==================== decimal_keypad_bcd_accumulator
Fig. 1: decimal_keypad_bcd_accumulator, clock network drawn from the DEF
Drawn at 6 px/um.
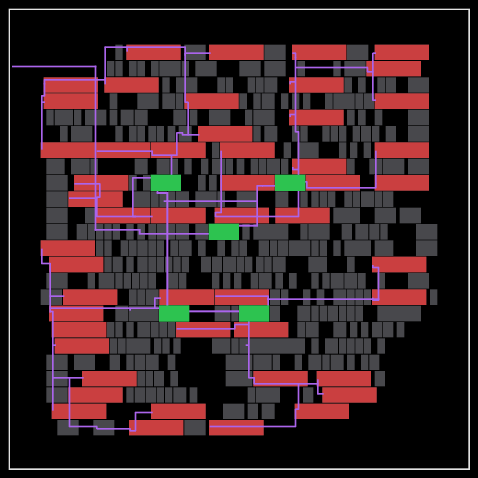

File: src/rtl/decimal_bcd_pkg.sv
// Shared types for the decimal keypad BCD accumulator.
// Holds the debounce FSM state enum and the key/BCD widths.
package decimal_bcd_pkg;

  localparam int LINES = 10;
  localparam int BCD_W = 4;

  typedef enum logic [1:0] {
    IDLE,
    DEBOUNCE,
    HELD
  } state_t;

endpackage

File: src/rtl/dec_prio_encoder.sv
// Priority encoder for the 10 decimal key lines (highest index wins).
// Ports: d in; code (0..9), any (some key), multi_hot (>1 key) out.
module dec_prio_encoder
  import decimal_bcd_pkg::*;
(
  input  logic [LINES-1:0] d,
  output logic [BCD_W-1:0] code,
  output logic             any,
  output logic             multi_hot
);

  always_comb begin
    code = '0;
    for (int i = 0; i < LINES; i++)
      if (d[i]) code = BCD_W'(i);
  end

  assign any = |d;

  // Clearing the lowest set bit leaves something only if >1 bit set.
  assign multi_hot = |(d & (d - LINES'(1)));

endmodule

File: src/rtl/decimal_keypad_bcd_accumulator.sv
// Debounced decimal keypad feeding a shift-in BCD digit register.
// Ports: clk, rst, d[9:0], clr in; bcd_out, digit_cnt, key_valid,
// key_code, full, overflow, multi_hot out.
module decimal_keypad_bcd_accumulator
  import decimal_bcd_pkg::*;
#(
  parameter int DIGITS   = 4,
  parameter int DEBOUNCE = 3
) (
  input  logic                         clk,
  input  logic                         rst,
  input  logic [9:0]                   d,
  input  logic                         clr,
  output logic [4*DIGITS-1:0]          bcd_out,
  output logic [$clog2(DIGITS+1)-1:0]  digit_cnt,
  output logic                         key_valid,
  output logic [3:0]                   key_code,
  output logic                         full,
  output logic                         overflow,
  output logic                         multi_hot
);

  localparam int W  = 4 * DIGITS;
  localparam int CW = $clog2(DIGITS + 1);
  localparam logic [8:0] DB_W = 9'(DEBOUNCE);

  logic [LINES-1:0] d_q;
  logic [BCD_W-1:0] code;
  logic             any;
  logic             mh;
  state_t           state;
  logic [7:0]       cnt;
  logic [BCD_W-1:0] lat;
  logic             accept;

  dec_prio_encoder u_enc (
    .d         (d_q),
    .code      (code),
    .any       (any),
    .multi_hot (mh)
  );

  // Accept on the edge where the stable count would reach DEBOUNCE.
  always_comb begin
    accept = 1'b0;
    unique case (state)
      IDLE:
        accept = any && (DEBOUNCE == 1);
      decimal_bcd_pkg::DEBOUNCE:
        accept = any && (code == lat) &&
                 (({1'b0, cnt} + 9'd1) == DB_W);
      default:
        accept = 1'b0;
    endcase
  end

  always_ff @(posedge clk or posedge rst) begin
    if (rst) begin
      d_q       <= '0;
      state     <= IDLE;
      cnt       <= '0;
      lat       <= '0;
      key_valid <= 1'b0;
      key_code  <= '0;
      multi_hot <= 1'b0;
    end else begin
      d_q       <= d;
      multi_hot <= mh;
      key_valid <= accept;
      if (accept) key_code <= code;
      unique case (state)
        IDLE: begin
          if (any) begin
            state <= (DEBOUNCE == 1) ?
                     HELD : decimal_bcd_pkg::DEBOUNCE;
            cnt   <= 8'd1;
            lat   <= code;
          end
        end
        decimal_bcd_pkg::DEBOUNCE: begin
          if (!any) begin
            state <= IDLE;
            cnt   <= '0;
          end else if (code != lat) begin
            lat <= code;
            cnt <= 8'd1;
          end else begin
            cnt <= cnt + 8'd1;
            if (accept) state <= HELD;
          end
        end
        HELD: begin
          if (!any) begin
            state <= IDLE;
            cnt   <= '0;
          end
        end
        default: begin
          state <= IDLE;
          cnt   <= '0;
        end
      endcase
    end
  end

  // Digit register: clear beats accept; a full register only flags.
  always_ff @(posedge clk or posedge rst) begin
    if (rst) begin
      bcd_out   <= '0;
      digit_cnt <= '0;
      overflow  <= 1'b0;
    end else begin
      overflow <= 1'b0;
      if (clr) begin
        bcd_out   <= '0;
        digit_cnt <= '0;
      end else if (accept) begin
        if (full) begin
          overflow <= 1'b1;
        end else begin
          bcd_out   <= W'({bcd_out, code});
          digit_cnt <= digit_cnt + CW'(1);
        end
      end
    end
  end

  assign full = (digit_cnt == CW'(DIGITS));

endmodule

File: config.mk
export PLATFORM = sky130hd
export DESIGN_NAME = decimal_keypad_bcd_accumulator
export DESIGN_NICKNAME = d
export VERILOG_FILES = /design/src/rtl/decimal_bcd_pkg.sv /design/src/rtl/dec_prio_encoder.sv /design/src/rtl/decimal_keypad_bcd_accumulator.sv
export SDC_FILE = /design/constraint.sdc
export NUM_CORES = 1
export LEC_CHECK = 0
export ABC_AREA = 1
export CAP_MARGIN = 20
export CORE_MARGIN = 5
export CORE_UTILIZATION = 60
export CTS_BUF_LIST = sky130_fd_sc_hd__clkbuf_8
export CTS_CLUSTER_DIAMETER = 40
export CTS_CLUSTER_SIZE = 8
export DETAILED_ROUTE_END_ITERATION = 6
export PLACE_DENSITY = 0.84
export SYNTH_ARGS = -nofsm -noshare
export SYNTH_HDL_FRONTEND = slang
export SYNTH_HIERARCHICAL = 1
export SYNTH_SLANG_ARGS = --single-unit
File: constraint.sdc
create_clock -name clk -period 6.1 [get_ports clk]
set_clock_uncertainty 0.05 [all_clocks]
set_input_delay 0.61 -clock clk [delete_from_list [all_inputs] [get_ports clk]]
set_output_delay 0.61 -clock clk [all_outputs]
set_load 0.02 [all_outputs]
==================== gpr_bank
==> src/rtl/gpr_pkg.sv <==
// gpr_pkg: shared widths, depth and bus field extraction for the register bank
package gpr_pkg;
  localparam int DATA_W_DEF = 32;
  localparam int ADDR_W_DEF = 5;
  localparam int DEPTH = 1 << ADDR_W_DEF;
  localparam int BUS_MAX = 256;
  localparam int FIELD_MAX = 64;
  // Field k of width w from a flattened bus, zero-extended to FIELD_MAX bits
  function automatic logic [FIELD_MAX-1:0] field(input logic [BUS_MAX-1:0] bus, input int k, input int w);
    logic [BUS_MAX-1:0] s;
    s = bus >> (k * w);
    return s[FIELD_MAX-1:0] & ((FIELD_MAX'(1) << w) - FIELD_MAX'(1));
  endfunction
endpackage

==> src/rtl/gpr_scoreboard.sv <==
// gpr_scoreboard: per-register pending-write flags, busy count and read-port busy
module gpr_scoreboard
  import gpr_pkg::*;
#(
  parameter int ADDR_W = ADDR_W_DEF,
  parameter int NUM_RD = 2
) (
  input  logic                     clock,
  input  logic                     reset,
  input  logic [NUM_RD*ADDR_W-1:0] rd_addr,
  input  logic                     wr_en,
  input  logic [ADDR_W-1:0]        wr_addr,
  input  logic                     iss_en,
  input  logic [ADDR_W-1:0]        iss_addr,
  input  logic                     flush,
  output logic [NUM_RD-1:0]        rd_busy,
  output logic [ADDR_W:0]          busy_cnt
);
  localparam int N = 1 << ADDR_W;
  logic [N-1:0] flag_q, flag_d;
  logic [ADDR_W:0] cnt_q, cnt_d;
  logic inc, dec;
  // Flag update: issue overrides a same-address write-back, flush overrides both
  always_comb begin
    flag_d = flag_q;
    if (wr_en) flag_d[wr_addr] = 1'b0;
    if (iss_en) flag_d[iss_addr] = 1'b1;
    if (flush) flag_d = '0;
  end
  assign inc = iss_en && !flag_q[iss_addr];
  assign dec = wr_en && flag_q[wr_addr] && !(iss_en && iss_addr == wr_addr);
  assign cnt_d = flush ? '0 : cnt_q + (ADDR_W+1)'(inc) - (ADDR_W+1)'(dec);
  // Flags and their population count, cleared asynchronously
  always_ff @(posedge clock or posedge reset) begin
    if (reset) begin
      flag_q <= '0;
      cnt_q <= '0;
    end else begin
      flag_q <= flag_d;
      cnt_q <= cnt_d;
    end
  end
  assign busy_cnt = cnt_q;
  for (genvar k = 0; k < NUM_RD; k++) begin : g_busy
    logic [ADDR_W-1:0] a;
    assign a = ADDR_W'(field(BUS_MAX'(rd_addr), k, ADDR_W));
    assign rd_busy[k] = flag_q[a] && !(wr_en && wr_addr == a);
  end
endmodule

==> src/rtl/gpr_bank.sv <==
// gpr_bank: parametrised register file with write-first bypass and hazard scoreboard
module gpr_bank
  import gpr_pkg::*;
#(
  parameter int DATA_W   = DATA_W_DEF,
  parameter int ADDR_W   = ADDR_W_DEF,
  parameter int NUM_RD   = 2,
  parameter int ZERO_REG = 1
) (
  input  logic                     clock,
  input  logic                     reset,
  input  logic [NUM_RD*ADDR_W-1:0] rd_addr,
  output logic [NUM_RD*DATA_W-1:0] rd_data,
  output logic [NUM_RD-1:0]        rd_busy,
  input  logic                     wr_en,
  input  logic [ADDR_W-1:0]        wr_addr,
  input  logic [DATA_W-1:0]        wr_data,
  input  logic                     iss_en,
  input  logic [ADDR_W-1:0]        iss_addr,
  input  logic                     flush,
  output logic [ADDR_W:0]          busy_cnt
);
  localparam int N = 1 << ADDR_W;
  logic [DATA_W-1:0] mem_q [N];
  logic wr_ok, iss_ok;
  assign wr_ok = wr_en && !(ZERO_REG != 0 && wr_addr == '0);
  assign iss_ok = iss_en && !(ZERO_REG != 0 && iss_addr == '0);
  // Register array; a hard-wired zero register is simply never written
  always_ff @(posedge clock or posedge reset) begin
    if (reset) mem_q <= '{default: '0};
    else if (wr_ok) mem_q[wr_addr] <= wr_data;
  end
  for (genvar k = 0; k < NUM_RD; k++) begin : g_rd
    logic [ADDR_W-1:0] a;
    assign a = ADDR_W'(field(BUS_MAX'(rd_addr), k, ADDR_W));
    assign rd_data[k*DATA_W +: DATA_W] = reset ? '0 : (wr_ok && wr_addr == a) ? wr_data : mem_q[a];
  end
  gpr_scoreboard #(.ADDR_W(ADDR_W), .NUM_RD(NUM_RD)) u_sb (
    .clock   (clock),
    .reset   (reset),
    .rd_addr (rd_addr),
    .wr_en   (wr_ok),
    .wr_addr (wr_addr),
    .iss_en  (iss_ok),
    .iss_addr(iss_addr),
    .flush   (flush),
    .rd_busy (rd_busy),
    .busy_cnt(busy_cnt)
  );
endmodule

==> config.mk <==
export PLATFORM = sky130hd
export DESIGN_NAME = gpr_bank
export DESIGN_NICKNAME = d
export VERILOG_FILES = /design/src/rtl/gpr_pkg.sv /design/src/rtl/gpr_scoreboard.sv /design/src/rtl/gpr_bank.sv
export SDC_FILE = /design/constraint.sdc
export NUM_CORES = 2
export LEC_CHECK = 0
export ABC_CLOCK_PERIOD_IN_PS = 84600
export CAP_MARGIN = 15
export CORE_MARGIN = 1.5
export CORE_UTILIZATION = 59
export DETAILED_ROUTE_END_ITERATION = 10
export PLACE_DENSITY = 0.76
export SETUP_SLACK_MARGIN = 0.05
export SLEW_MARGIN = 20
export SYNTH_ARGS = -nofsm -noshare
export SYNTH_HDL_FRONTEND = slang
export SYNTH_SLANG_ARGS = --single-unit
==> constraint.sdc <==
create_clock -name clock -period 84.6 [get_ports clock]
set_clock_uncertainty 0.1 [all_clocks]
set_input_delay 21.15 -clock clock [delete_from_list [all_inputs] [get_ports clock]]
set_output_delay 21.15 -clock clock [all_outputs]
set_load 0.02 [all_outputs]
Fig. 2: decimal_keypad_bcd_accumulator, clock wiring as the flow saved it
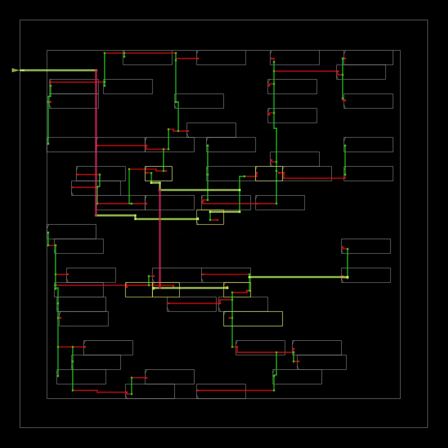
clock buf count: 6
clk sink count: 50
clock network power: 0.234 mW
clk latency of the worst-skew pair: 0.30 ns

Notes on Fig. 1 above:
[green] clock drivers | count: 5
[purple] clock wires | length: 550 um
[red] flip-flops | count: 50
routed clock nets	6
flops lie	spread over the die
clock network fraction of total power: 32.4%

==> run_results.csv, decimal_keypad_bcd_accumulator <==
group,metric,value,unit
synthesis,netlist_instances,335,
final_timing,slew_violations,0,
drt,top_layer_used,"met4",
worst_setup_path,cp_slowest_stage_delay,0.56,ns
synthesis,synth_area,0.002646,sq mm
worst_setup_path,path_delay_family,"simple AND/OR/NAND/NOR gates",
die,die_y,76.41,um
drt,dr_wl_met3,235,um
run_status,status,"finished clean",
place,postPlaceCellArea,0.003027,sq mm
layout,largest_reg_flops,16,
synthesis,ys_sh_mux,0,%
final_timing,setup_viol,0,
synthesis,top_area_cell,"dfrtp_1",
clock_network,postCtsSetupRepairBufs,0,
layout,final_cell_mix,"nand2_1, dfrtp_1, inv_1",
layout,logic_gates,226,
power_and_ir_drop,p_int,0.5289,mW
worst_setup_path,critical_path_arrival,2.95,ns
synthesis,numSynthFlops,50,
synthesis,ys_seq_share,47.28,%
drt,wl_per_cell,12.05,um
worst_setup_path,r2r_slack,3.29,ns
worst_setup_path,critPathLaunchType,"register",
synthesis,synthArstFlopShare,100.0,%
layout,inverters,52,
synthesis,yosys.area_share.simple,32.96,%
final_timing,hold_slack,0.4481,ns
worst_setup_path,crit_slowest_cell,"nor3_4",
worst_setup_path,r2r-start,"d_q[4]",
layout,stdcell_count,427,
layout,nonClkBufAreaFrac,12.99,%
power_and_ir_drop,comb_power_share,16.0,%
drt,drt-met1-wl,2272,um
synthesis,ys_cells,335,
grt,track_usage,18.86,%
layout,finalInstanceArea,0.003159,sq mm
place,dp_cells,419,
Fig. 3: gpr_bank, port wiring
Drawn at 1.5 px/um.
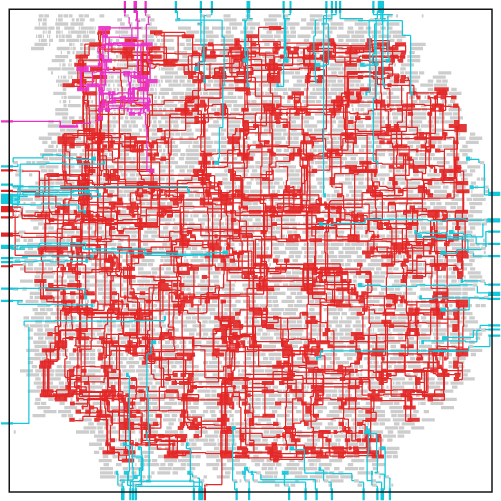
color	port	bits	direction	edge	end cells	buffers	wire
cyan	rd_data	64	output	20 bottom, 16 top, 14 left, 14 right	64	64	3,980 um
red	rd_addr	10	input	9 left, 1 bottom	1,167	35	28.7 mm
magenta	wr_addr	5	input	4 top, 1 left	51	8	1,020 um
IO buf count: 128
Boundary Pins: 129

Fig. 4: gpr_bank, clock wiring as the flow saved it
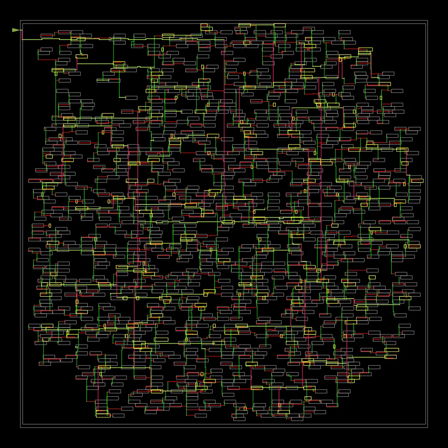
clk sink count: 1,062
clk latency of the worst-skew pair: 0.71 ns
clock buf count: 175
clock network power: 0.515 mW

==> run_results.csv, gpr_bank <==
group,metric,value,unit
grt,track_usage,36.32,%
synthesis,common_cells,"dfrtp_1, mux2_2, mux2i_1",
layout,finalInstanceArea,0.06454,sq mm
place,postPlaceCellArea,0.06071,sq mm
drt,via_count,42000,
power_and_ir_drop,p_int,1.068,mW
run_status,status,"finished clean",
worst_setup_path,r2r-start,"u_sb.flag_q[27]",
die,tap_cells,1298,
job,openroad.warnings,43,
synthesis,ys_area,0.05958,sq mm
worst_setup_path,cp_slowest_stage_delay,0.83,ns
worst_setup_path,critical_path_arrival,25.75,ns
die,die_y,320.8,um
power_and_ir_drop,clock_power_share,34.6,%
worst_setup_path,path_cells,"buf_8 -> buf_4 -> buf_12 -> mux2i_1 -> a221oi_1 -> o21ai_0 -> a211oi_1 -> a211oi_1 -> nor3_1 -> clkdlybuf4s50_1",
synthesis,ys_sh_mux,38.63,%
power_and_ir_drop,p_seq_share,45.1,%
power_and_ir_drop,p_leak,28.52,nW
grt,grt_max_degree,157,
grt,grt_use_met1,49.65,%

==================== i2c_scl_gen
Fig. 5: i2c_scl_gen, clock network drawn from the DEF
Drawn at 8 px/um.
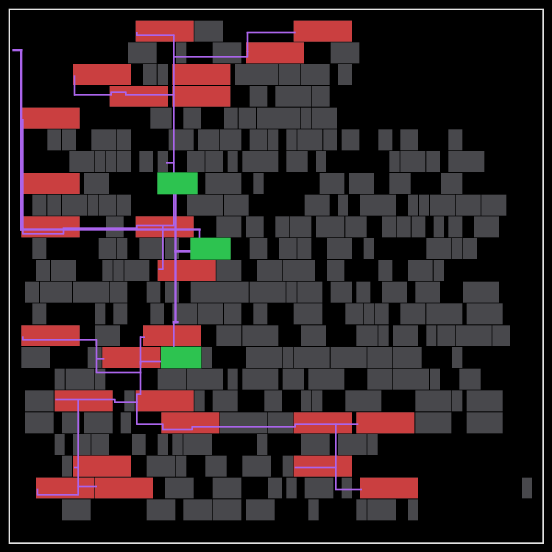

<file path="src/rtl/i2c_scl_gen.sv">
// I2C SCL generator: run-time programmable period, start/stop framing, rise/fall strobes.
// Define I2C_STRETCH_EN to add clock-stretch detection with a stretch timeout.
module i2c_scl_gen #(
  parameter int DIV_W       = 9,
  parameter int STRETCH_MAX = 1023
) (
  input  logic             pclk,
  input  logic             prst_n,
  input  logic [DIV_W-1:0] i_div,
  input  logic             i_start,
  input  logic             i_stop,
  input  logic             i_scl_in,
  output logic             o_scl,
  output logic             o_busy,
  output logic             o_fall,
  output logic             o_rise,
  output logic             o_stretch,
  output logic             o_tmo
);
  // state | meaning
  // IDLE  | SCL released, waiting for a start request
  // LOW   | SCL pulled low for L = div_q - H cycles
  // HIGH  | SCL released until H advancing cycles have elapsed
  typedef enum logic [1:0] {S_IDLE, S_LOW, S_HIGH} state_t;

  state_t           state, state_nx;
  logic [DIV_W-1:0] div_q, div_clamp, half_h, half_l, cnt;
  logic             stop_pend;
  logic             stretched, tmo_hit, low_done, high_done;
  logic             scl_nx, busy_nx, fall_nx, rise_nx, tmo_nx;

  assign div_clamp = (i_div < DIV_W'(4)) ? DIV_W'(4) : i_div;
  assign half_h    = div_q >> 1;
  assign half_l    = div_q - half_h;
  assign low_done  = (state == S_LOW) && (cnt == half_l - DIV_W'(1));
  assign high_done = (state == S_HIGH) && !stretched && (cnt == half_h - DIV_W'(1));

`ifdef I2C_STRETCH_EN
  logic [15:0] str_cnt;

  assign stretched = (state == S_HIGH) && !i_scl_in;
  assign tmo_hit   = stretched && (str_cnt == 16'(STRETCH_MAX - 1));

  always_ff @(posedge pclk) begin
    if (!prst_n)
      str_cnt <= '0;
    else if (stretched && !tmo_hit)
      str_cnt <= str_cnt + 16'd1;
    else
      str_cnt <= '0;
  end
`else
  logic unused_scl_in;

  assign unused_scl_in = i_scl_in;
  assign stretched     = 1'b0;
  assign tmo_hit       = 1'b0;
`endif

  assign o_stretch = stretched;

  always_ff @(posedge pclk) begin
    if (!prst_n) begin
      state  <= S_IDLE;
      o_scl  <= 1'b1;
      o_busy <= 1'b0;
      o_fall <= 1'b0;
      o_rise <= 1'b0;
      o_tmo  <= 1'b0;
    end else begin
      state  <= state_nx;
      o_scl  <= scl_nx;
      o_busy <= busy_nx;
      o_fall <= fall_nx;
      o_rise <= rise_nx;
      o_tmo  <= tmo_nx;
    end
  end

  always_comb begin
    state_nx = state;
    unique case (state)
      S_IDLE:  if (i_start) state_nx = S_LOW;
      S_LOW:   if (low_done) state_nx = S_HIGH;
      S_HIGH: begin
        if (tmo_hit)
          state_nx = S_IDLE;
        else if (high_done)
          state_nx = stop_pend ? S_IDLE : S_LOW;
      end
      default: state_nx = S_IDLE;
    endcase
  end

  always_comb begin
    scl_nx  = (state_nx != S_LOW);
    busy_nx = (state_nx != S_IDLE);
    fall_nx = (state_nx == S_LOW) && (state != S_LOW);
    rise_nx = (state_nx == S_HIGH) && (state == S_LOW);
    tmo_nx  = tmo_hit;
  end

  // Period is latched only on LOW entry so i_div changes land on the next period.
  always_ff @(posedge pclk) begin
    if (!prst_n) begin
      cnt       <= '0;
      div_q     <= DIV_W'(4);
      stop_pend <= 1'b0;
    end else begin
      if (state_nx != state)
        cnt <= '0;
      else if (state == S_LOW || (state == S_HIGH && !stretched))
        cnt <= cnt + DIV_W'(1);

      if (state_nx == S_LOW && state != S_LOW)
        div_q <= div_clamp;

      if (state_nx == S_IDLE)
        stop_pend <= 1'b0;
      else if (i_stop && (state != S_IDLE || i_start))
        stop_pend <= 1'b1;
    end
  end

endmodule

</file>
<file path="config.mk">
export PLATFORM = sky130hd
export DESIGN_NAME = i2c_scl_gen
export DESIGN_NICKNAME = d
export VERILOG_FILES = /design/src/rtl/i2c_scl_gen.sv
export SDC_FILE = /design/constraint.sdc
export NUM_CORES = 1
export LEC_CHECK = 0
export CAP_MARGIN = 30
export CORE_UTILIZATION = 50
export DETAILED_ROUTE_END_ITERATION = 6
export PLACE_DENSITY = 0.7
export SETUP_SLACK_MARGIN = 0.15
export SLEW_MARGIN = 20
export SYNTH_ARGS = -nofsm -noshare
export SYNTH_HDL_FRONTEND = slang
export SYNTH_SLANG_ARGS = --single-unit
</file>
<file path="constraint.sdc">
create_clock -name pclk -period 5.2 [get_ports pclk]
set_clock_uncertainty 0.1 [all_clocks]
set_input_delay 0.52 -clock pclk [delete_from_list [all_inputs] [get_ports pclk]]
set_output_delay 0.52 -clock pclk [all_outputs]
set_load 0.01 [all_outputs]
</file>
==================== alu_seq
File: config.mk
export PLATFORM = sky130hd
export DESIGN_NAME = alu_seq
export DESIGN_NICKNAME = d
export VERILOG_FILES = /design/src/rtl/alu_pkg.sv /design/src/rtl/alu_iter.sv /design/src/rtl/alu_seq.sv
export SDC_FILE = /design/constraint.sdc
export NUM_CORES = 1
export LEC_CHECK = 0
export CORE_UTILIZATION = 50
export DETAILED_ROUTE_END_ITERATION = 10
export PLACE_DENSITY = 0.77
export SYNTH_ARGS = -nofsm -noshare
export SYNTH_HDL_FRONTEND = slang
export SYNTH_SLANG_ARGS = --single-unit
File: constraint.sdc
create_clock -name clk -period 13.6 [get_ports clk]
set_input_delay 4.08 -clock clk [delete_from_list [all_inputs] [get_ports clk]]
set_output_delay 4.08 -clock clk [all_outputs]
set_load 0.02 [all_outputs]
File: src/rtl/alu_pkg.sv
// Shared definitions for the sequential ALU: opcodes, FSM states, flag layout.
// ALU_DIV_EN selects whether DIV runs on the iterative datapath.
package alu_pkg;

    localparam int unsigned OP_W      = 4;
    localparam int unsigned NUM_FLAGS = 4;

    localparam logic [OP_W-1:0] OP_ADD = 4'd3;
    localparam logic [OP_W-1:0] OP_SUB = 4'd4;
    localparam logic [OP_W-1:0] OP_MUL = 4'd5;
    localparam logic [OP_W-1:0] OP_DIV = 4'd6;
    localparam logic [OP_W-1:0] OP_AND = 4'd7;
    localparam logic [OP_W-1:0] OP_OR  = 4'd8;
    localparam logic [OP_W-1:0] OP_XOR = 4'd9;
    localparam logic [OP_W-1:0] OP_SHL = 4'd10;
    localparam logic [OP_W-1:0] OP_SHR = 4'd11;

    localparam int unsigned FLAG_O = 3;
    localparam int unsigned FLAG_C = 2;
    localparam int unsigned FLAG_N = 1;
    localparam int unsigned FLAG_Z = 0;

    typedef enum logic [1:0] {
        IDLE = 2'd0,
        EXEC = 2'd1,
        ITER = 2'd2,
        DONE = 2'd3
    } state_t;

    // Operations that run on the bit-serial datapath
    function automatic logic is_iter_op(input logic [OP_W-1:0] op);
`ifdef ALU_DIV_EN
        return (op == OP_MUL) || (op == OP_DIV);
`else
        return (op == OP_MUL);
`endif
    endfunction

    function automatic logic [NUM_FLAGS-1:0] pack_flags(input logic o, input logic c,
                                                        input logic n, input logic z);
        logic [NUM_FLAGS-1:0] f;
        f         = '0;
        f[FLAG_O] = o;
        f[FLAG_C] = c;
        f[FLAG_N] = n;
        f[FLAG_Z] = z;
        return f;
    endfunction

endpackage

File: src/rtl/alu_iter.sv
// Bit-serial unsigned multiplier (shift-add) and, with ALU_DIV_EN, restoring divider.
// One bit per cycle; done pulses after WIDTH steps. res_hi/res_lo = product or remainder/quotient.
module alu_iter
    import alu_pkg::*;
#(
    parameter int unsigned WIDTH = 16
) (
    input  logic             clk,
    input  logic             rst,
    input  logic             start,
`ifdef ALU_DIV_EN
    input  logic             div_mode,
`endif
    input  logic [WIDTH-1:0] op_a,
    input  logic [WIDTH-1:0] op_b,
    output logic             done,
    output logic [WIDTH-1:0] res_lo,
    output logic [WIDTH-1:0] res_hi
);

    localparam int unsigned CNT_W = $clog2(WIDTH + 1);

    logic             running;
    logic [CNT_W-1:0] cnt;
    logic [WIDTH-1:0] hi_q;
    logic [WIDTH-1:0] lo_q;
    logic [WIDTH-1:0] b_q;
    logic [WIDTH-1:0] hi_d;
    logic [WIDTH-1:0] lo_d;
`ifdef ALU_DIV_EN
    logic             div_q;
`endif

    // One iteration step: hi_q is partial product (MUL) or partial remainder (DIV)
    always_comb begin : step
        logic [WIDTH:0]   sum;
`ifdef ALU_DIV_EN
        logic [WIDTH:0]   shifted;
        logic [WIDTH-1:0] diff;
        shifted = '0;
        diff    = '0;
`endif
        sum  = {1'b0, hi_q} + (lo_q[0] ? {1'b0, b_q} : '0);
        hi_d = sum[WIDTH:1];
        lo_d = {sum[0], lo_q[WIDTH-1:1]};
`ifdef ALU_DIV_EN
        if (div_q) begin
            shifted = {hi_q, lo_q[WIDTH-1]};
            // remainder stays below divisor, so the W-bit difference is exact when taken
            diff    = shifted[WIDTH-1:0] - b_q;
            if (shifted >= {1'b0, b_q}) begin
                hi_d = diff;
                lo_d = {lo_q[WIDTH-2:0], 1'b1};
            end else begin
                hi_d = shifted[WIDTH-1:0];
                lo_d = {lo_q[WIDTH-2:0], 1'b0};
            end
        end
`endif
    end

    always_ff @(posedge clk or posedge rst) begin
        if (rst) begin
            running <= 1'b0;
            cnt     <= '0;
            hi_q    <= '0;
            lo_q    <= '0;
            b_q     <= '0;
            done    <= 1'b0;
`ifdef ALU_DIV_EN
            div_q   <= 1'b0;
`endif
        end else begin
            done <= 1'b0;
            if (start) begin
                running <= 1'b1;
                cnt     <= '0;
                hi_q    <= '0;
                lo_q    <= op_a;
                b_q     <= op_b;
`ifdef ALU_DIV_EN
                div_q   <= div_mode;
`endif
            end else if (running) begin
                hi_q <= hi_d;
                lo_q <= lo_d;
                cnt  <= cnt + CNT_W'(1);
                if (cnt == CNT_W'(WIDTH - 1)) begin
                    running <= 1'b0;
                    done    <= 1'b1;
                end
            end
        end
    end

    assign res_lo = lo_q;
    assign res_hi = hi_q;

endmodule

File: src/rtl/alu_seq.sv
// Sequential ALU: FSM control, single-cycle ops and flag generation around alu_iter.
// Define ALU_DIV_EN to enable the iterative divider; otherwise DIV reports unsupported.
module alu_seq
    import alu_pkg::*;
#(
    parameter int unsigned WIDTH = 16,
    parameter int unsigned SHW   = $clog2(WIDTH)
) (
    input  logic                 clk,
    input  logic                 rst,
    input  logic                 start,
    input  logic [OP_W-1:0]      opcode,
    input  logic                 ar_flag,
    input  logic [WIDTH-1:0]     src1,
    input  logic [WIDTH-1:0]     src2,
    output logic                 busy,
    output logic                 done,
    output logic [WIDTH-1:0]     out,
    output logic [NUM_FLAGS-1:0] flags
);

    localparam int unsigned MSB = WIDTH - 1;

    state_t               state_q, state_d;
    logic [OP_W-1:0]      op_q, op_d;
    logic                 ar_q, ar_d;
    logic [WIDTH-1:0]     a_q, a_d;
    logic [WIDTH-1:0]     b_q, b_d;
    logic [WIDTH-1:0]     res_q, res_d;
    logic [NUM_FLAGS-1:0] flg_q, flg_d;
    logic [WIDTH-1:0]     out_d;
    logic [NUM_FLAGS-1:0] flags_d;
    logic                 busy_d;
    logic                 done_d;

    logic                 iter_start_c;
    logic                 iter_done;
    logic [WIDTH-1:0]     iter_lo;
    logic [WIDTH-1:0]     iter_hi;
    logic [WIDTH-1:0]     exec_res_c;
    logic [NUM_FLAGS-1:0] exec_flags_c;
    logic [NUM_FLAGS-1:0] iter_flags_c;

    alu_iter #(.WIDTH(WIDTH)) u_iter (
        .clk      (clk),
        .rst      (rst),
        .start    (iter_start_c),
`ifdef ALU_DIV_EN
        .div_mode (opcode == OP_DIV),
`endif
        .op_a     (src1),
        .op_b     (src2),
        .done     (iter_done),
        .res_lo   (iter_lo),
        .res_hi   (iter_hi)
    );

    // Single-cycle operations on the captured operands
    always_comb begin : exec_ops
        logic [WIDTH:0]  wide;
        logic [SHW-1:0]  sh_amt;
        int unsigned     rot;
        logic            c;
        logic            o;
        wide       = '0;
        rot        = 0;
        c          = 1'b0;
        o          = 1'b0;
        sh_amt     = b_q[SHW-1:0];
        exec_res_c = '0;
        case (op_q)
            OP_ADD: begin
                wide       = {1'b0, a_q} + {1'b0, b_q};
                exec_res_c = wide[WIDTH-1:0];
                c          = wide[WIDTH];
                o          = (a_q[MSB] == b_q[MSB]) && (exec_res_c[MSB] != a_q[MSB]);
            end
            OP_SUB: begin
                wide       = {1'b0, a_q} - {1'b0, b_q};
                exec_res_c = wide[WIDTH-1:0];
                c          = wide[WIDTH];
                o          = (a_q[MSB] != b_q[MSB]) && (exec_res_c[MSB] != a_q[MSB]);
            end
            OP_AND: exec_res_c = a_q & b_q;
            OP_OR:  exec_res_c = a_q | b_q;
            OP_XOR: exec_res_c = a_q ^ b_q;
            OP_SHL: begin
                if (ar_q) begin
                    rot        = 32'(sh_amt) % WIDTH;
                    exec_res_c = (a_q << rot) | (a_q >> (WIDTH - rot));
                    c          = (sh_amt != '0) && exec_res_c[0];
                end else begin
                    // extra top bit catches the last bit shifted out
                    wide       = {1'b0, a_q} << sh_amt;
                    exec_res_c = wide[WIDTH-1:0];
                    c          = wide[WIDTH];
                end
            end
            OP_SHR: begin
                if (ar_q) begin
                    wide = $signed({a_q, 1'b0}) >>> sh_amt;
                end else begin
                    wide = {a_q, 1'b0} >> sh_amt;
                end
                exec_res_c = wide[WIDTH:1];
                c          = wide[0];
            end
`ifndef ALU_DIV_EN
            OP_DIV: o = 1'b1;
`endif
            default: exec_res_c = '0;
        endcase
        exec_flags_c = pack_flags(o, c, exec_res_c[MSB], exec_res_c == '0);
    end

    // Flags for results coming off the iterative datapath
    always_comb begin : iter_flags
        logic ovf;
        logic cry;
        ovf = |iter_hi;
        cry = |iter_hi;
`ifdef ALU_DIV_EN
        if (op_q == OP_DIV) begin
            ovf = (b_q == '0);
            cry = 1'b0;
        end
`endif
        iter_flags_c = pack_flags(ovf, cry, iter_lo[MSB], iter_lo == '0);
    end

    // Next-state and registered-output logic
    always_comb begin
        state_d      = state_q;
        op_d         = op_q;
        ar_d         = ar_q;
        a_d          = a_q;
        b_d          = b_q;
        res_d        = res_q;
        flg_d        = flg_q;
        out_d        = out;
        flags_d      = flags;
        done_d       = 1'b0;
        iter_start_c = 1'b0;
        case (state_q)
            IDLE: begin
                if (start && !busy) begin
                    op_d         = opcode;
                    ar_d         = ar_flag;
                    a_d          = src1;
                    b_d          = src2;
                    iter_start_c = is_iter_op(opcode);
                    state_d      = is_iter_op(opcode) ? ITER : EXEC;
                end
            end
            EXEC: begin
                res_d   = exec_res_c;
                flg_d   = exec_flags_c;
                state_d = DONE;
            end
            ITER: begin
                if (iter_done) begin
                    res_d   = iter_lo;
                    flg_d   = iter_flags_c;
                    state_d = DONE;
                end
            end
            DONE: begin
                out_d   = res_q;
                flags_d = flg_q;
                done_d  = 1'b1;
                state_d = IDLE;
            end
            default: state_d = IDLE;
        endcase
        // busy also covers the done cycle, which is spent back in IDLE
        busy_d = (state_d != IDLE) || (state_q == DONE);
    end

    always_ff @(posedge clk or posedge rst) begin
        if (rst) begin
            state_q <= IDLE;
            op_q    <= '0;
            ar_q    <= 1'b0;
            a_q     <= '0;
            b_q     <= '0;
            res_q   <= '0;
            flg_q   <= '0;
            out     <= '0;
            flags   <= '0;
            busy    <= 1'b0;
            done    <= 1'b0;
        end else begin
            state_q <= state_d;
            op_q    <= op_d;
            ar_q    <= ar_d;
            a_q     <= a_d;
            b_q     <= b_d;
            res_q   <= res_d;
            flg_q   <= flg_d;
            out     <= out_d;
            flags   <= flags_d;
            busy    <= busy_d;
            done    <= done_d;
        end
    end

endmodule

==================== pulse_seq_queue
===== config.mk =====
export PLATFORM = sky130hd
export DESIGN_NAME = pulse_seq_queue
export DESIGN_NICKNAME = d
export VERILOG_FILES = /design/src/rtl/pulse_seq_queue.sv
export SDC_FILE = /design/constraint.sdc
export NUM_CORES = 2
export LEC_CHECK = 0
export ABC_CLOCK_PERIOD_IN_PS = 9400
export CORE_MARGIN = 3
export CORE_UTILIZATION = 31
export CTS_CLUSTER_DIAMETER = 120
export CTS_CLUSTER_SIZE = 10
export DETAILED_ROUTE_END_ITERATION = 10
export PLACE_DENSITY = 0.48
export SYNTH_ARGS = -nofsm -noshare
export SYNTH_HDL_FRONTEND = slang
export SYNTH_SLANG_ARGS = --single-unit
export TNS_END_PERCENT = 1

===== constraint.sdc =====
create_clock -name CLK -period 9.4 [get_ports CLK]
set_input_delay 1.41 -clock CLK [delete_from_list [all_inputs] [get_ports CLK]]
set_output_delay 1.41 -clock CLK [all_outputs]
set_load 0.01 [all_outputs]

===== src/rtl/pulse_seq_queue.sv =====
// Pulse sequencer with a small command queue: each command fires a burst of
// blank/emit/blank/receive pulses at an absolute start time and programs the DDS.
module pulse_seq_queue #(
  parameter int TW = 48,
  parameter int IW = 32,
  parameter int NW = 16,
  parameter int FW = 48,
  parameter int QD = 4
) (
  input  logic                  CLK,
  input  logic                  RESET,
  input  logic [TW-1:0]         TIME,
  input  logic                  WR_CMD,
  input  logic [TW-1:0]         C_START,
  input  logic [NW-1:0]         C_N,
  input  logic                  C_COH,
  input  logic [IW-1:0]         C_TB1,
  input  logic [IW-1:0]         C_TI,
  input  logic [IW-1:0]         C_TB2,
  input  logic [IW-1:0]         C_TP,
  input  logic [FW-1:0]         C_FREQ,
  input  logic                  ABORT,
  input  logic                  DDS_ACK,
  output logic                  DDS_REQ,
  output logic [FW-1:0]         DDS_FREQ,
  output logic                  DDS_START,
  output logic                  EN_IZ,
  output logic                  EN_PR,
  output logic                  BUSY,
  output logic [$clog2(QD):0]   Q_COUNT,
  output logic                  Q_FULL,
  output logic                  CMD_DONE,
  output logic                  CMD_LATE,
  output logic                  CMD_DROP
);

  localparam int AW = $clog2(QD);
  localparam int CW = AW + 1;

  typedef struct packed {
    logic [TW-1:0] start;
    logic [NW-1:0] n;
    logic          coh;
    logic [IW-1:0] tb1;
    logic [IW-1:0] ti;
    logic [IW-1:0] tb2;
    logic [IW-1:0] tp;
    logic [FW-1:0] freq;
  } cmd_t;

  typedef enum logic [2:0] {
    S_IDLE, S_WAIT, S_BLANK1, S_TIZL, S_BLANK2, S_TPR, S_NEXT
  } state_t;

  state_t state, next_state;

  cmd_t          mem [QD];
  cmd_t          head, c_in;
  logic [AW-1:0] wr_ptr, rd_ptr;
  logic [CW-1:0] count;
  logic          push, pop;

  logic [TW-1:0] w_start;
  logic          w_coh;
  logic [IW-1:0] w_tb1, w_ti, w_tb2, w_tp;
  logic [FW-1:0] w_freq;
  logic [NW-1:0] rem;
  logic [IW-1:0] cnt;
  logic          coh_run, req_pend;
  logic [TW-1:0] late_diff;
  logic          done_now, late_now, load_dds;

  // Phase counter reload value: a zero interval still occupies one cycle.
  function automatic logic [IW-1:0] ph_len(input logic [IW-1:0] v);
    return (v == '0) ? '0 : v - IW'(1);
  endfunction

  assign c_in = '{start: C_START, n: C_N, coh: C_COH, tb1: C_TB1, ti: C_TI,
                  tb2: C_TB2, tp: C_TP, freq: C_FREQ};
  assign head    = mem[rd_ptr];
  assign Q_COUNT = count;
  assign Q_FULL  = (count == CW'(QD));
  assign push    = WR_CMD && !Q_FULL && !ABORT;
  assign pop     = (state == S_IDLE) && (count != '0) && !ABORT;

  always_ff @(posedge CLK) begin
    if (push && !RESET) mem[wr_ptr] <= c_in;
  end

  always_ff @(posedge CLK) begin
    if (RESET || ABORT) begin
      wr_ptr <= '0;
      rd_ptr <= '0;
      count  <= '0;
    end else begin
      if (push) wr_ptr <= wr_ptr + AW'(1);
      if (pop)  rd_ptr <= rd_ptr + AW'(1);
      count <= count + CW'(push) - CW'(pop);
    end
  end

  // Late when the start time lies in the past half of the wrapping time space.
  assign late_diff = TIME - w_start;
  assign late_now  = (state == S_WAIT) && (late_diff != '0) && !late_diff[TW-1];
  assign done_now  = ((state == S_IDLE) && (count != '0) && (head.n == '0)) ||
                     ((state == S_NEXT) && (rem <= NW'(1)));
  assign load_dds  = (next_state == S_BLANK1) &&
                     ((state == S_WAIT) || ((state == S_NEXT) && !w_coh));

  always_ff @(posedge CLK) begin
    if (RESET || ABORT) state <= S_IDLE;
    else                state <= next_state;
  end

  always_comb begin
    next_state = state;
    case (state)
      S_IDLE:   if ((count != '0) && (head.n != '0)) next_state = S_WAIT;
      S_WAIT:   if (late_diff == '0)      next_state = S_BLANK1;
                else if (!late_diff[TW-1]) next_state = S_IDLE;
      S_BLANK1: if (cnt == '0) next_state = S_TIZL;
      S_TIZL:   if (cnt == '0) next_state = S_BLANK2;
      S_BLANK2: if (cnt == '0) next_state = S_TPR;
      S_TPR:    if (cnt == '0) next_state = S_NEXT;
      S_NEXT:   next_state = (rem > NW'(1)) ? S_BLANK1 : S_IDLE;
      default:  next_state = S_IDLE;
    endcase
  end

  always_comb begin
    EN_IZ     = (state == S_TIZL);
    EN_PR     = (state == S_TPR);
    BUSY      = (state != S_IDLE);
    DDS_START = (state == S_TIZL) || coh_run;
  end

  always_ff @(posedge CLK) begin
    if (RESET) begin
      w_start  <= '0;
      w_coh    <= 1'b0;
      w_tb1    <= '0;
      w_ti     <= '0;
      w_tb2    <= '0;
      w_tp     <= '0;
      w_freq   <= '0;
      rem      <= '0;
      cnt      <= '0;
      coh_run  <= 1'b0;
      req_pend <= 1'b0;
      DDS_REQ  <= 1'b0;
      DDS_FREQ <= '0;
      CMD_DONE <= 1'b0;
      CMD_LATE <= 1'b0;
      CMD_DROP <= 1'b0;
    end else begin
      CMD_DONE <= done_now && !ABORT;
      CMD_LATE <= late_now && !ABORT;
      CMD_DROP <= WR_CMD && Q_FULL && !ABORT;
      if (ABORT) begin
        rem      <= '0;
        cnt      <= '0;
        coh_run  <= 1'b0;
        req_pend <= 1'b0;
        DDS_REQ  <= 1'b0;
      end else begin
        if (pop) begin
          w_start <= head.start;
          w_coh   <= head.coh;
          w_tb1   <= head.tb1;
          w_ti    <= head.ti;
          w_tb2   <= head.tb2;
          w_tp    <= head.tp;
          w_freq  <= head.freq;
          rem     <= head.n;
        end
        if (state == S_NEXT) rem <= rem - NW'(1);

        if (next_state != state) begin
          case (next_state)
            S_BLANK1: cnt <= ph_len(w_tb1);
            S_TIZL:   cnt <= ph_len(w_ti);
            S_BLANK2: cnt <= ph_len(w_tb2);
            S_TPR:    cnt <= ph_len(w_tp);
            default:  cnt <= '0;
          endcase
        end else if (cnt != '0) begin
          cnt <= cnt - IW'(1);
        end

        // Coherent bursts keep the DDS running between pulses until the last emit ends.
        if ((state == S_TIZL) && (next_state != S_TIZL))
          coh_run <= w_coh && (rem > NW'(1));
        else if (state == S_IDLE)
          coh_run <= 1'b0;

        // Four-phase handshake; a request that cannot start yet is held pending
        // so pulse timing never waits on the DDS.
        if (state == S_IDLE) req_pend <= 1'b0;
        if (DDS_REQ) begin
          if (DDS_ACK) DDS_REQ <= 1'b0;
        end else if ((load_dds || req_pend) && !DDS_ACK) begin
          DDS_REQ  <= 1'b1;
          DDS_FREQ <= w_freq;
          req_pend <= 1'b0;
        end
        if (load_dds && (DDS_REQ || DDS_ACK)) req_pend <= 1'b1;
      end
    end
  end

endmodule

==================== boot_loader
`src/rtl/boot_loader.sv`:
```
// Byte-stream program loader: assembles little-endian words, writes them from
// address 0 upward, and holds the core in reset until the image is in memory.
module boot_loader #(
  parameter int ADDR_W    = 16,
  parameter int MAX_WORDS = 1024
) (
  input  logic              clk,
  input  logic              rst,
  input  logic [7:0]        rx_data,
  input  logic              rx_valid,
  output logic              rx_ready,
  output logic              mem_we,
  output logic [ADDR_W-1:0] mem_adr,
  output logic [31:0]       mem_wd,
  output logic              core_rst,
  output logic              done,
  output logic              err
);

  typedef enum logic [2:0] {
    LEN_LO,
    LEN_HI,
    CHECK,
    DATA,
    WRITE,
    RUN,
    ERR
  } state_t;

  state_t            state_q;
  logic [15:0]       n_q;
  logic [15:0]       word_idx_q;
  logic [1:0]        byte_cnt_q;
  logic [31:0]       asm_q;
  logic [31:0]       asm_d;
  logic [ADDR_W-1:0] mem_adr_q;
  logic [31:0]       mem_wd_q;
  logic              core_rst_q;
  logic              done_q;
  logic              err_q;

  assign rx_ready = (state_q == LEN_LO) || (state_q == LEN_HI) || (state_q == DATA);
  assign mem_we   = (state_q == WRITE);
  assign mem_adr  = mem_adr_q;
  assign mem_wd   = mem_wd_q;
  assign core_rst = core_rst_q;
  assign done     = done_q;
  assign err      = err_q;

  // Word under assembly with the incoming byte dropped into its lane.
  always_comb begin
    asm_d = asm_q;
    case (byte_cnt_q)
      2'd0:    asm_d[7:0]   = rx_data;
      2'd1:    asm_d[15:8]  = rx_data;
      2'd2:    asm_d[23:16] = rx_data;
      default: asm_d[31:24] = rx_data;
    endcase
  end

  always_ff @(posedge clk or posedge rst) begin
    if (rst) begin
      state_q    <= LEN_LO;
      n_q        <= '0;
      word_idx_q <= '0;
      byte_cnt_q <= '0;
      asm_q      <= '0;
      mem_adr_q  <= '0;
      mem_wd_q   <= '0;
      core_rst_q <= 1'b1;
      done_q     <= 1'b0;
      err_q      <= 1'b0;
    end else begin
      case (state_q)
        LEN_LO: begin
          if (rx_valid) begin
            n_q[7:0] <= rx_data;
            state_q  <= LEN_HI;
          end
        end
        LEN_HI: begin
          if (rx_valid) begin
            n_q[15:8] <= rx_data;
            state_q   <= CHECK;
          end
        end
        CHECK: begin
          if ((n_q == 16'd0) || (32'(n_q) > MAX_WORDS)) begin
            state_q <= ERR;
            err_q   <= 1'b1;
          end else begin
            word_idx_q <= '0;
            byte_cnt_q <= '0;
            state_q    <= DATA;
          end
        end
        DATA: begin
          if (rx_valid) begin
            asm_q      <= asm_d;
            byte_cnt_q <= byte_cnt_q + 2'd1;
            // Address/data are latched here so they are stable for the whole WRITE cycle and hold afterwards.
            if (byte_cnt_q == 2'd3) begin
              mem_adr_q <= ADDR_W'({word_idx_q, 2'b00});
              mem_wd_q  <= asm_d;
              state_q   <= WRITE;
            end
          end
        end
        WRITE: begin
          if (word_idx_q == n_q - 16'd1) begin
            state_q    <= RUN;
            core_rst_q <= 1'b0;
            done_q     <= 1'b1;
          end else begin
            word_idx_q <= word_idx_q + 16'd1;
            byte_cnt_q <= '0;
            state_q    <= DATA;
          end
        end
        RUN, ERR: begin
          state_q <= state_q;
        end
        default: begin
          state_q <= LEN_LO;
        end
      endcase
    end
  end

endmodule

```
`config.mk`:
```
export PLATFORM = sky130hd
export DESIGN_NAME = boot_loader
export DESIGN_NICKNAME = d
export VERILOG_FILES = /design/src/rtl/boot_loader.sv
export SDC_FILE = /design/constraint.sdc
export NUM_CORES = 1
export LEC_CHECK = 0
export CAP_MARGIN = 40
export CORE_MARGIN = 4
export CORE_UTILIZATION = 55
export CTS_CLUSTER_SIZE = 25
export DETAILED_ROUTE_END_ITERATION = 8
export GPL_TIMING_DRIVEN = 0
export PLACE_DENSITY = 0.91
export SETUP_SLACK_MARGIN = 0.4
export SLEW_MARGIN = 20
export SYNTH_ARGS = -nofsm -noshare
export SYNTH_HDL_FRONTEND = slang
export SYNTH_SLANG_ARGS = --single-unit
```
`constraint.sdc`:
```
create_clock -name clk -period 4.6 [get_ports clk]
set_clock_uncertainty 0.2 [all_clocks]
set_input_delay 0.69 -clock clk [delete_from_list [all_inputs] [get_ports clk]]
set_output_delay 0.69 -clock clk [all_outputs]
set_load 0.005 [all_outputs]
```
Fig. 6: boot_loader, port wiring
Drawn at 4 px/um.
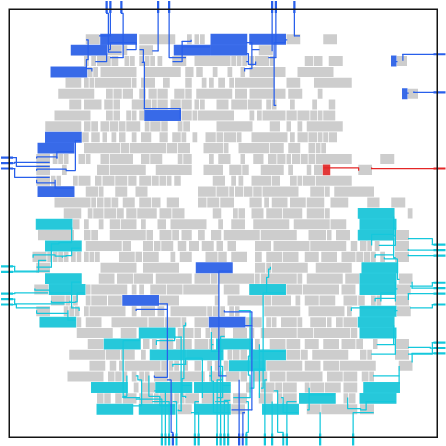
color	port	bits	direction	edge	end cells	buffers	wire
cyan	mem_wd	32	output	17 bottom, 10 right, 5 left	32	32	809 um
blue	mem_adr	16	output	8 top, 3 left, 3 bottom, 2 right	16	16	436 um
red	rx_ready	1	output	right	1	1	25.5 um
IO buf count: 53
Boundary Pins: 64

Fig. 7: boot_loader, clock network drawn from the DEF
Drawn at 4 px/um.
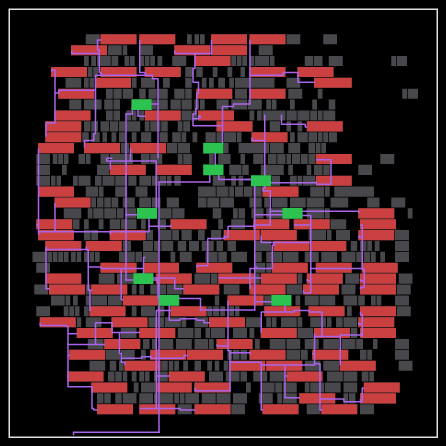
[green] clock drivers | count: 9
[red] flip-flops | count: 110
[purple] clock wires | length: 1,230 um
flops lie	spread over the die
routed clock nets	10

==> run_results.csv, boot_loader <==
group,metric,value,unit
grt,track_usage,23.25,%
worst_setup_path,path_cells,"inv_1 -> ha_1 -> or3b_2 -> buf_2 -> o31ai_4 -> nand3_2 -> nor3_4 -> nor2_1 -> a2111oi_4 -> or4b_1 -> a21oi_1",
clock_network,h-tree-depth,3,
die,design.core.area,0.009371,sq mm
synthesis,postSynthAreaPerCell,10.26,sq um
final_timing,min_period,3.713,ns
synthesis,common_cells,"nand2_1, dfrtp_1, mux2_2",
worst_setup_path,path_delay_family,"simple AND/OR/NAND/NOR gates",
clock_network,clock_path_buffers,2,
layout,design.seq.count,110,
drt,wirelength,12570,um
clock_network,postCtsSetupRepairBufs,0,
worst_setup_path,crit_buf_inv,2,
layout,seq_area,0.002754,sq mm
drt,vias_per_cell,5.772,
clock_network,hold_buffers,0,
worst_setup_path,reg2reg_depth,11,
layout,largest_class,"flip-flops and latches",
synthesis,most_common_cell,"nand2_1",
die,die_y,106.6,um
final_timing,finalCritPeriodShare,80.72,%
final_timing,hold_slack,0.2780,ns
power_and_ir_drop,p_sw_share,37.23,%
run_status,status,"finished clean",
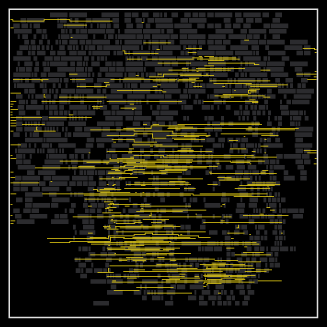
Fig. 8. M3 wires (alu_seq).
Drawn at 2 px/um. Cells faint in the background.
longest straight run	85.3 um
nets with wire on the layer	233

==> run_results.csv, alu_seq <==
group,metric,value,unit
run_status,status,"finished with violations",
run_status,violations,"design-rule violations",
drt,route.detailed.drc,2,
layout,largest_class,"combinational gates",
synthesis,synth_area,0.01146,sq mm
place,place.gp.congestion,1.031,
synthesis,synth.cellmix.compoundShare,19.35,%
worst_setup_path,endpoint_kind,"register",
drt,first_pass_iters,9,
clock_network,cts_made_buffers,17,
job,maxCapViolCount,0,
grt,track_usage,33.91,%
clock_network,root_buffer,"clkbuf_16",
worst_setup_path,cp_slowest_stage_delay,1.09,ns
clock_network,cts_tree,"done",
die,tap_cells,285,
power_and_ir_drop,clock_power_share,12.9,%
Fig. 9: pulse_seq_queue, clock network drawn from the DEF
Drawn at 1 px/um.
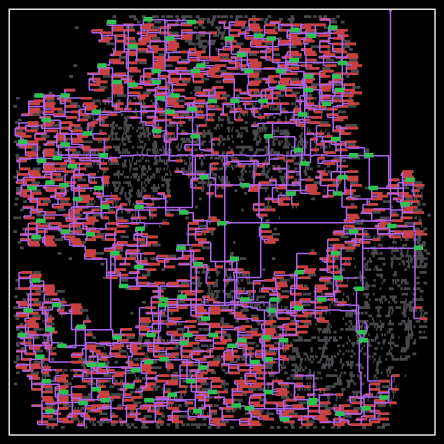
[purple] clock wires | length: 17,900 um
[green] clock drivers | count: 149
[red] flip-flops | count: 1,303
routed clock nets	150
flops lie	spread over the die
clk latency of the worst-skew pair: 0.80 ns
clock network fraction of total power: 39.9%
clock network power: 5.40 mW

Fig. 10: pulse_seq_queue, clock wiring as the flow saved it
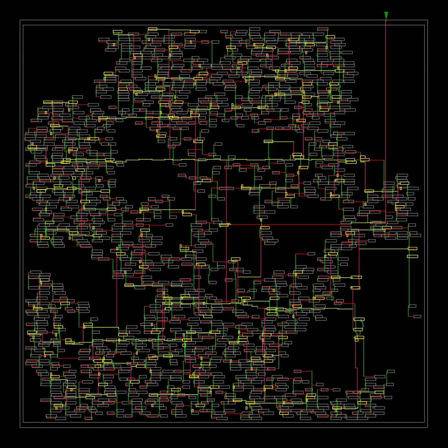
flip-flops: 1,303
clk sink count: 1,303

==> run_results.csv, pulse_seq_queue <==
group,metric,value,unit
power_and_ir_drop,ir_drop,170.7,uV
power_and_ir_drop,p_seq_share,47.3,%
hold_path,holdPathStages,2,
die,die_area,0.1799,sq mm
final_timing,rsz0062_at_grt,"false",
final_timing,finalCritPeriodShare,69.07,%
layout,seq_area,0.03574,sq mm
layout,stdcell_count,6694,
clock_network,root_buffer,"clkbuf_16",
layout,num-clock-buffers,258,
power_and_ir_drop,p_int,10.06,mW
power_and_ir_drop,power_sequential,6.40,mW
clock_network,cts_made_buffers,149,
job,openroad.warnings,39,
worst_setup_path,path_cells,"clkdlybuf4s50_1 -> ha_1 -> a21oi_1 -> o21ai_1 -> nand2_1 -> nor3b_1 -> a21oi_1 -> or3_1 -> a31oi_4 -> nand2_1 -> a2111oi_0 -> o31a_2 -> buf_4 -> mux2i_1 -> nor2_1",
job,maxCapViolCount,0,
die,ios,354,
worst_setup_path,critical_path_arrival,7.12,ns
layout,logic_gates,2314,
drt,drt_first_iter_violations,2173,
power_and_ir_drop,power,13.53,mW
grt,met3_usage,3.199,%
layout,comb_share,26.69,%
grt,track_usage,16.95,%
worst_setup_path,cp.depth,15,
final_timing,hold_slack,0.4542,ns
run_status,status,"finished clean",
worst_setup_path,crit_type,"input port to register",
drt,dr_wl_met3,6832,um
drt,vias_per_cell,4.990,
worst_setup_path,startpoint,"TIME[25]",
power_and_ir_drop,p_leak,20.35,nW
worst_setup_path,r2r-end,"DDS_FREQ[32]",
layout,post-route-util,37.48,%
layout,nets,4611,
grt,grt_overflow,0,
final_timing,fmax,0.1540,GHz
final_timing,slew_violations,0,
drt,ant_nets,0,
place,numPortBuffers,353,
Fig. 11: i2c_scl_gen, port wiring
Drawn at 8 px/um.
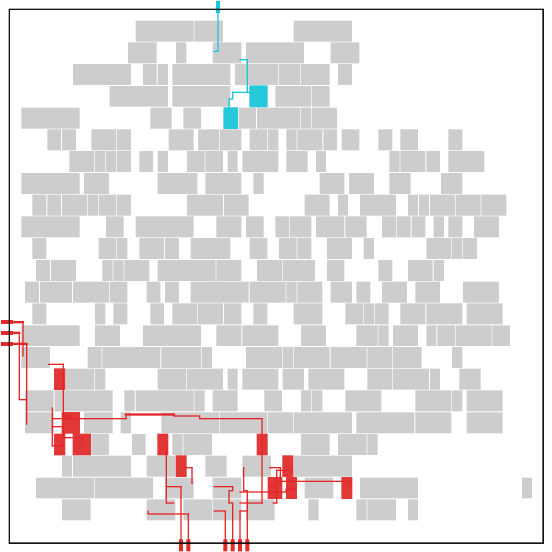
color	port	bits	direction	edge	end cells	buffers	wire
red	i_div	9	input	6 bottom, 3 left	11	9	175 um
cyan	i_start	1	input	top	2	1	17.0 um

Fig. 12: i2c_scl_gen, M3 wires
Drawn at 6 px/um. Cells faint in the background.
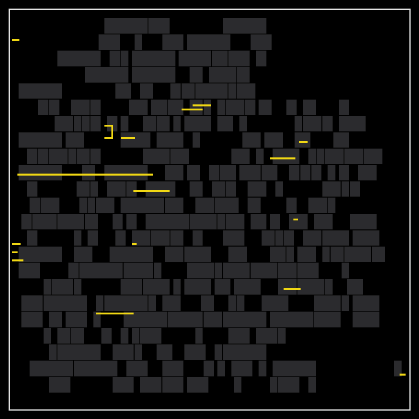
longest straight run	22.3 um
main direction	horizontal
nets with wire on the layer	12
total wire length: 4418 um
DR vias: 1,694
met3 usage: 2.055%

About Fig. 5:
[red] flip-flops | count: 25
[green] clock drivers | count: 3
[purple] clock wires | length: 301 um
routed clock nets	4
clk latency of the worst-skew pair: 0.26 ns
clock network fraction of total power: 20.7%
clock network power: 0.113 mW

==> run_results.csv, i2c_scl_gen <==
group,metric,value,unit
die,die_area,0.004429,sq mm
synthesis,flop_cell,"dfxtp_1",
synthesis,edf_count,0,
worst_setup_path,path_cells,"inv_1 -> ha_1 -> fa_1 -> nor2b_1 -> o31ai_1 -> a221oi_1 -> a21oi_1 -> nor4_2 -> a21o_1 -> a221oi_2 -> buf_4 -> mux2i_1",
layout,nonClockBufferCount,17,
layout,stdcell_count,308,
drt,wl_met2,2017,um
final_timing,min_period,3.739,ns
final_timing,setup_slack,1.461,ns
worst_setup_path,crit_buf_inv,2,
final_timing,tightestPinTransition,0.7324,ns
synthesis,yosys.area_share.simple,20.12,%
run_status,status,"finished clean",
place,dp_hpwl,3492,um
worst_setup_path,worst-path-max-fanout,7,
die,ios,20,
drt,dr_wl_met3,59,um
synthesis,ys_top_logic_family,"simple AND/OR/NAND/NOR gates",
clock_network,cts_tree,"done",
final_timing,finalCritPeriodShare,71.89,%
synthesis,ys_area,0.002083,sq mm
worst_setup_path,cp.depth,12,
grt,antenna_found_initial,0,
grt,grt_pass1_vias,1661,
synthesis,synthArstFlopShare,0,%
layout,seq_share,21.89,%
layout,syn_to_final_growth,9.730,%
synthesis,top_area_cell,"dfxtp_1",
clock_network,path_clk_slew,0.08,ns
synthesis,netlist_instances,248,
worst_setup_path,timing.critical_path.to,"div_q[5]",
worst_setup_path,critPathLaunchType,"register",
power_and_ir_drop,p_seq_share,39.4,%
clock_network,postCtsSetupRepairBufs,0,
synthesis,common_cells,"dfxtp_1, nand2_1, ha_1",
layout,drive_above_1_share,5.039,%
synthesis,most_common_cell,"dfxtp_1",
clock_network,hold_buffers,0,
drt,top_layer_used,"met4",
layout,logic_gates,194,
clock_network,cts_made_buffers,3,
layout,comb_share,63.11,%
layout,final-comb-area,0.001443,sq mm
power_and_ir_drop,powerDensity,238.9,mW/mm^2
worst_setup_path,path_delay_family,"AND-OR/OR-AND gates",
place,postPlaceCellArea,0.002233,sq mm
final_timing,rsz0062_at_grt,"false",
clock_network,clock_path_buffers,2,
synthesis,ys_seq_share,24.02,%
worst_setup_path,endpoint_kind,"register",
synthesis,ys_cells,248,
synthesis,ys_types,52,
grt,grt.met2_usage,37.50,%
power_and_ir_drop,comb_power_share,39.9,%

## Gallery

Placement by cell class.
picture 1
Drawn at 2 px/um.
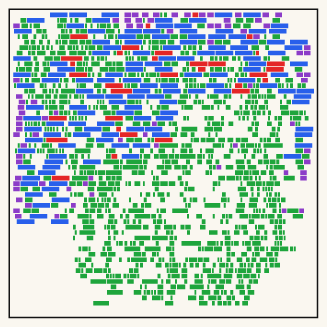
picture 2
Drawn at 2 px/um.
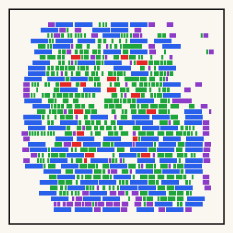
picture 3
Drawn at 4 px/um.
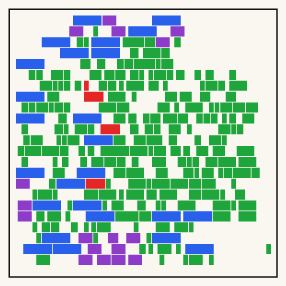
picture 4
Drawn at 1 px/um.
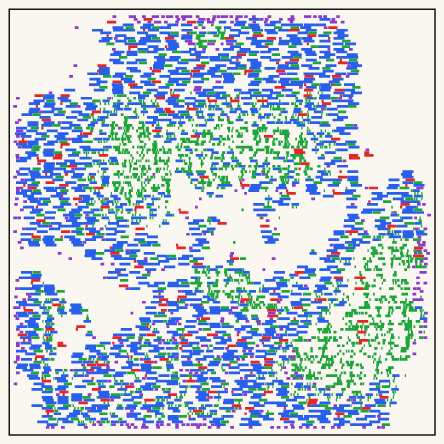
- i2c_scl_gen = picture 3
- alu_seq = picture 1
- pulse_seq_queue = picture 4
- boot_loader = picture 2
The one with the most cells is picture 4.
The one with the fewest cells is picture 3.

Key to picture 3:
color	class	cells
purple	remaining buffers and delay cells	17
green	combinational and other logic	212
blue	sequential cells	25
red	clock drivers and dummy loads	4



==> layout pictures side by side <==
Port wiring.
panel A
Drawn at 6 px/um.
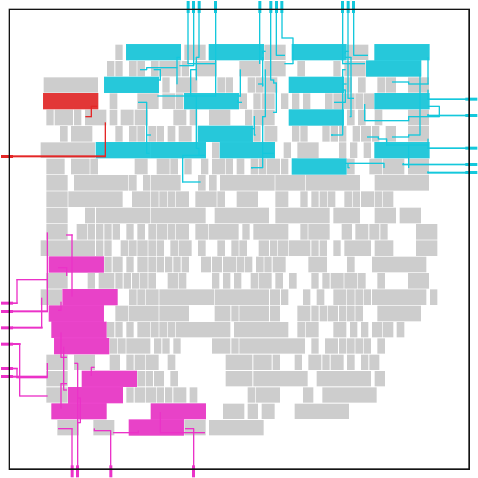
panel B
Drawn at 1 px/um.
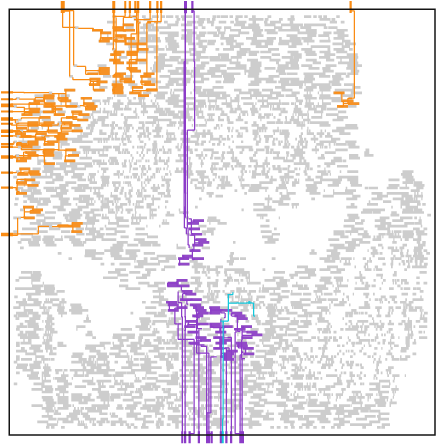
panel C
Drawn at 3 px/um.
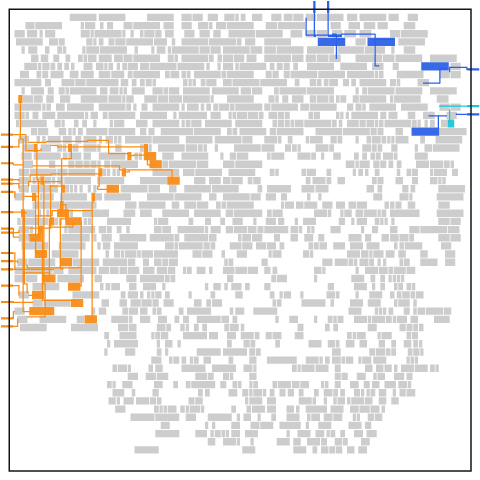
- alu_seq = panel C
- decimal_keypad_bcd_accumulator = panel A
- pulse_seq_queue = panel B
- largest die: panel B
- smallest die: panel A

Key to panel B:
color	port	bits	direction	edge	end cells	buffers	wire
orange	C_TB2	32	input	19 left, 13 top	128	32	2,310 um
purple	C_N	16	input	13 bottom, 3 top	64	16	2,650 um
cyan	BUSY	1	output	bottom	1	1	196 um


==> notes/layouts.md <==
Pictures saved along the way, in no particular order.

M3 wires.
(a)
Drawn at 1 px/um. Cells faint in the background.
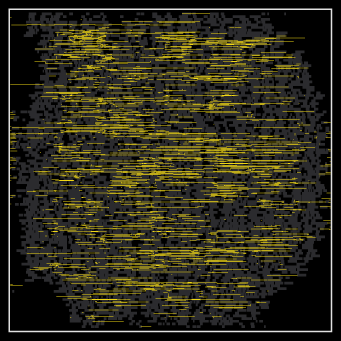
(b)
Drawn at 1 px/um. Cells faint in the background.
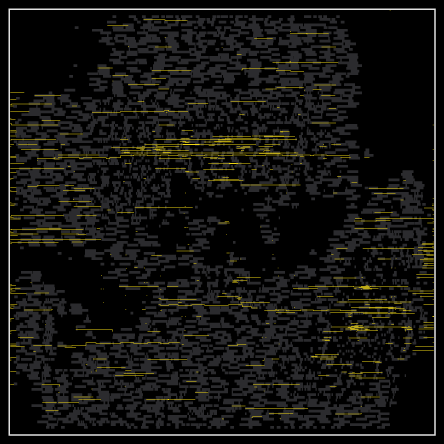
(c)
Drawn at 4 px/um. Cells faint in the background.
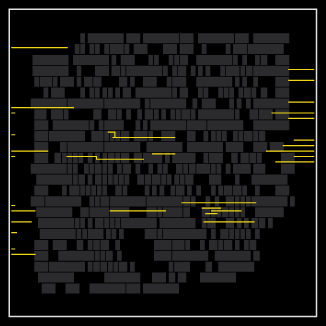
(d)
Drawn at 4 px/um. Cells faint in the background.
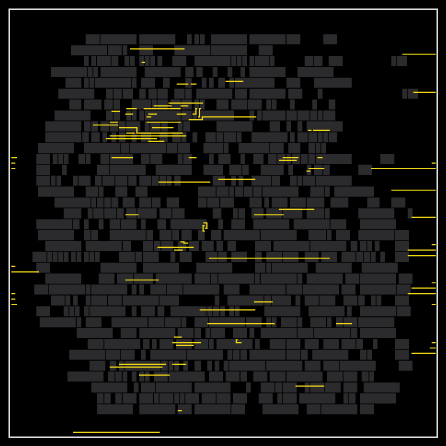
- pulse_seq_queue = (b)
- gpr_bank = (a)
- decimal_keypad_bcd_accumulator = (c)
- boot_loader = (d)
- largest die: (b)
- smallest die: (c)

Power figures rest on the tool's default switching activity, not on a simulated workload.
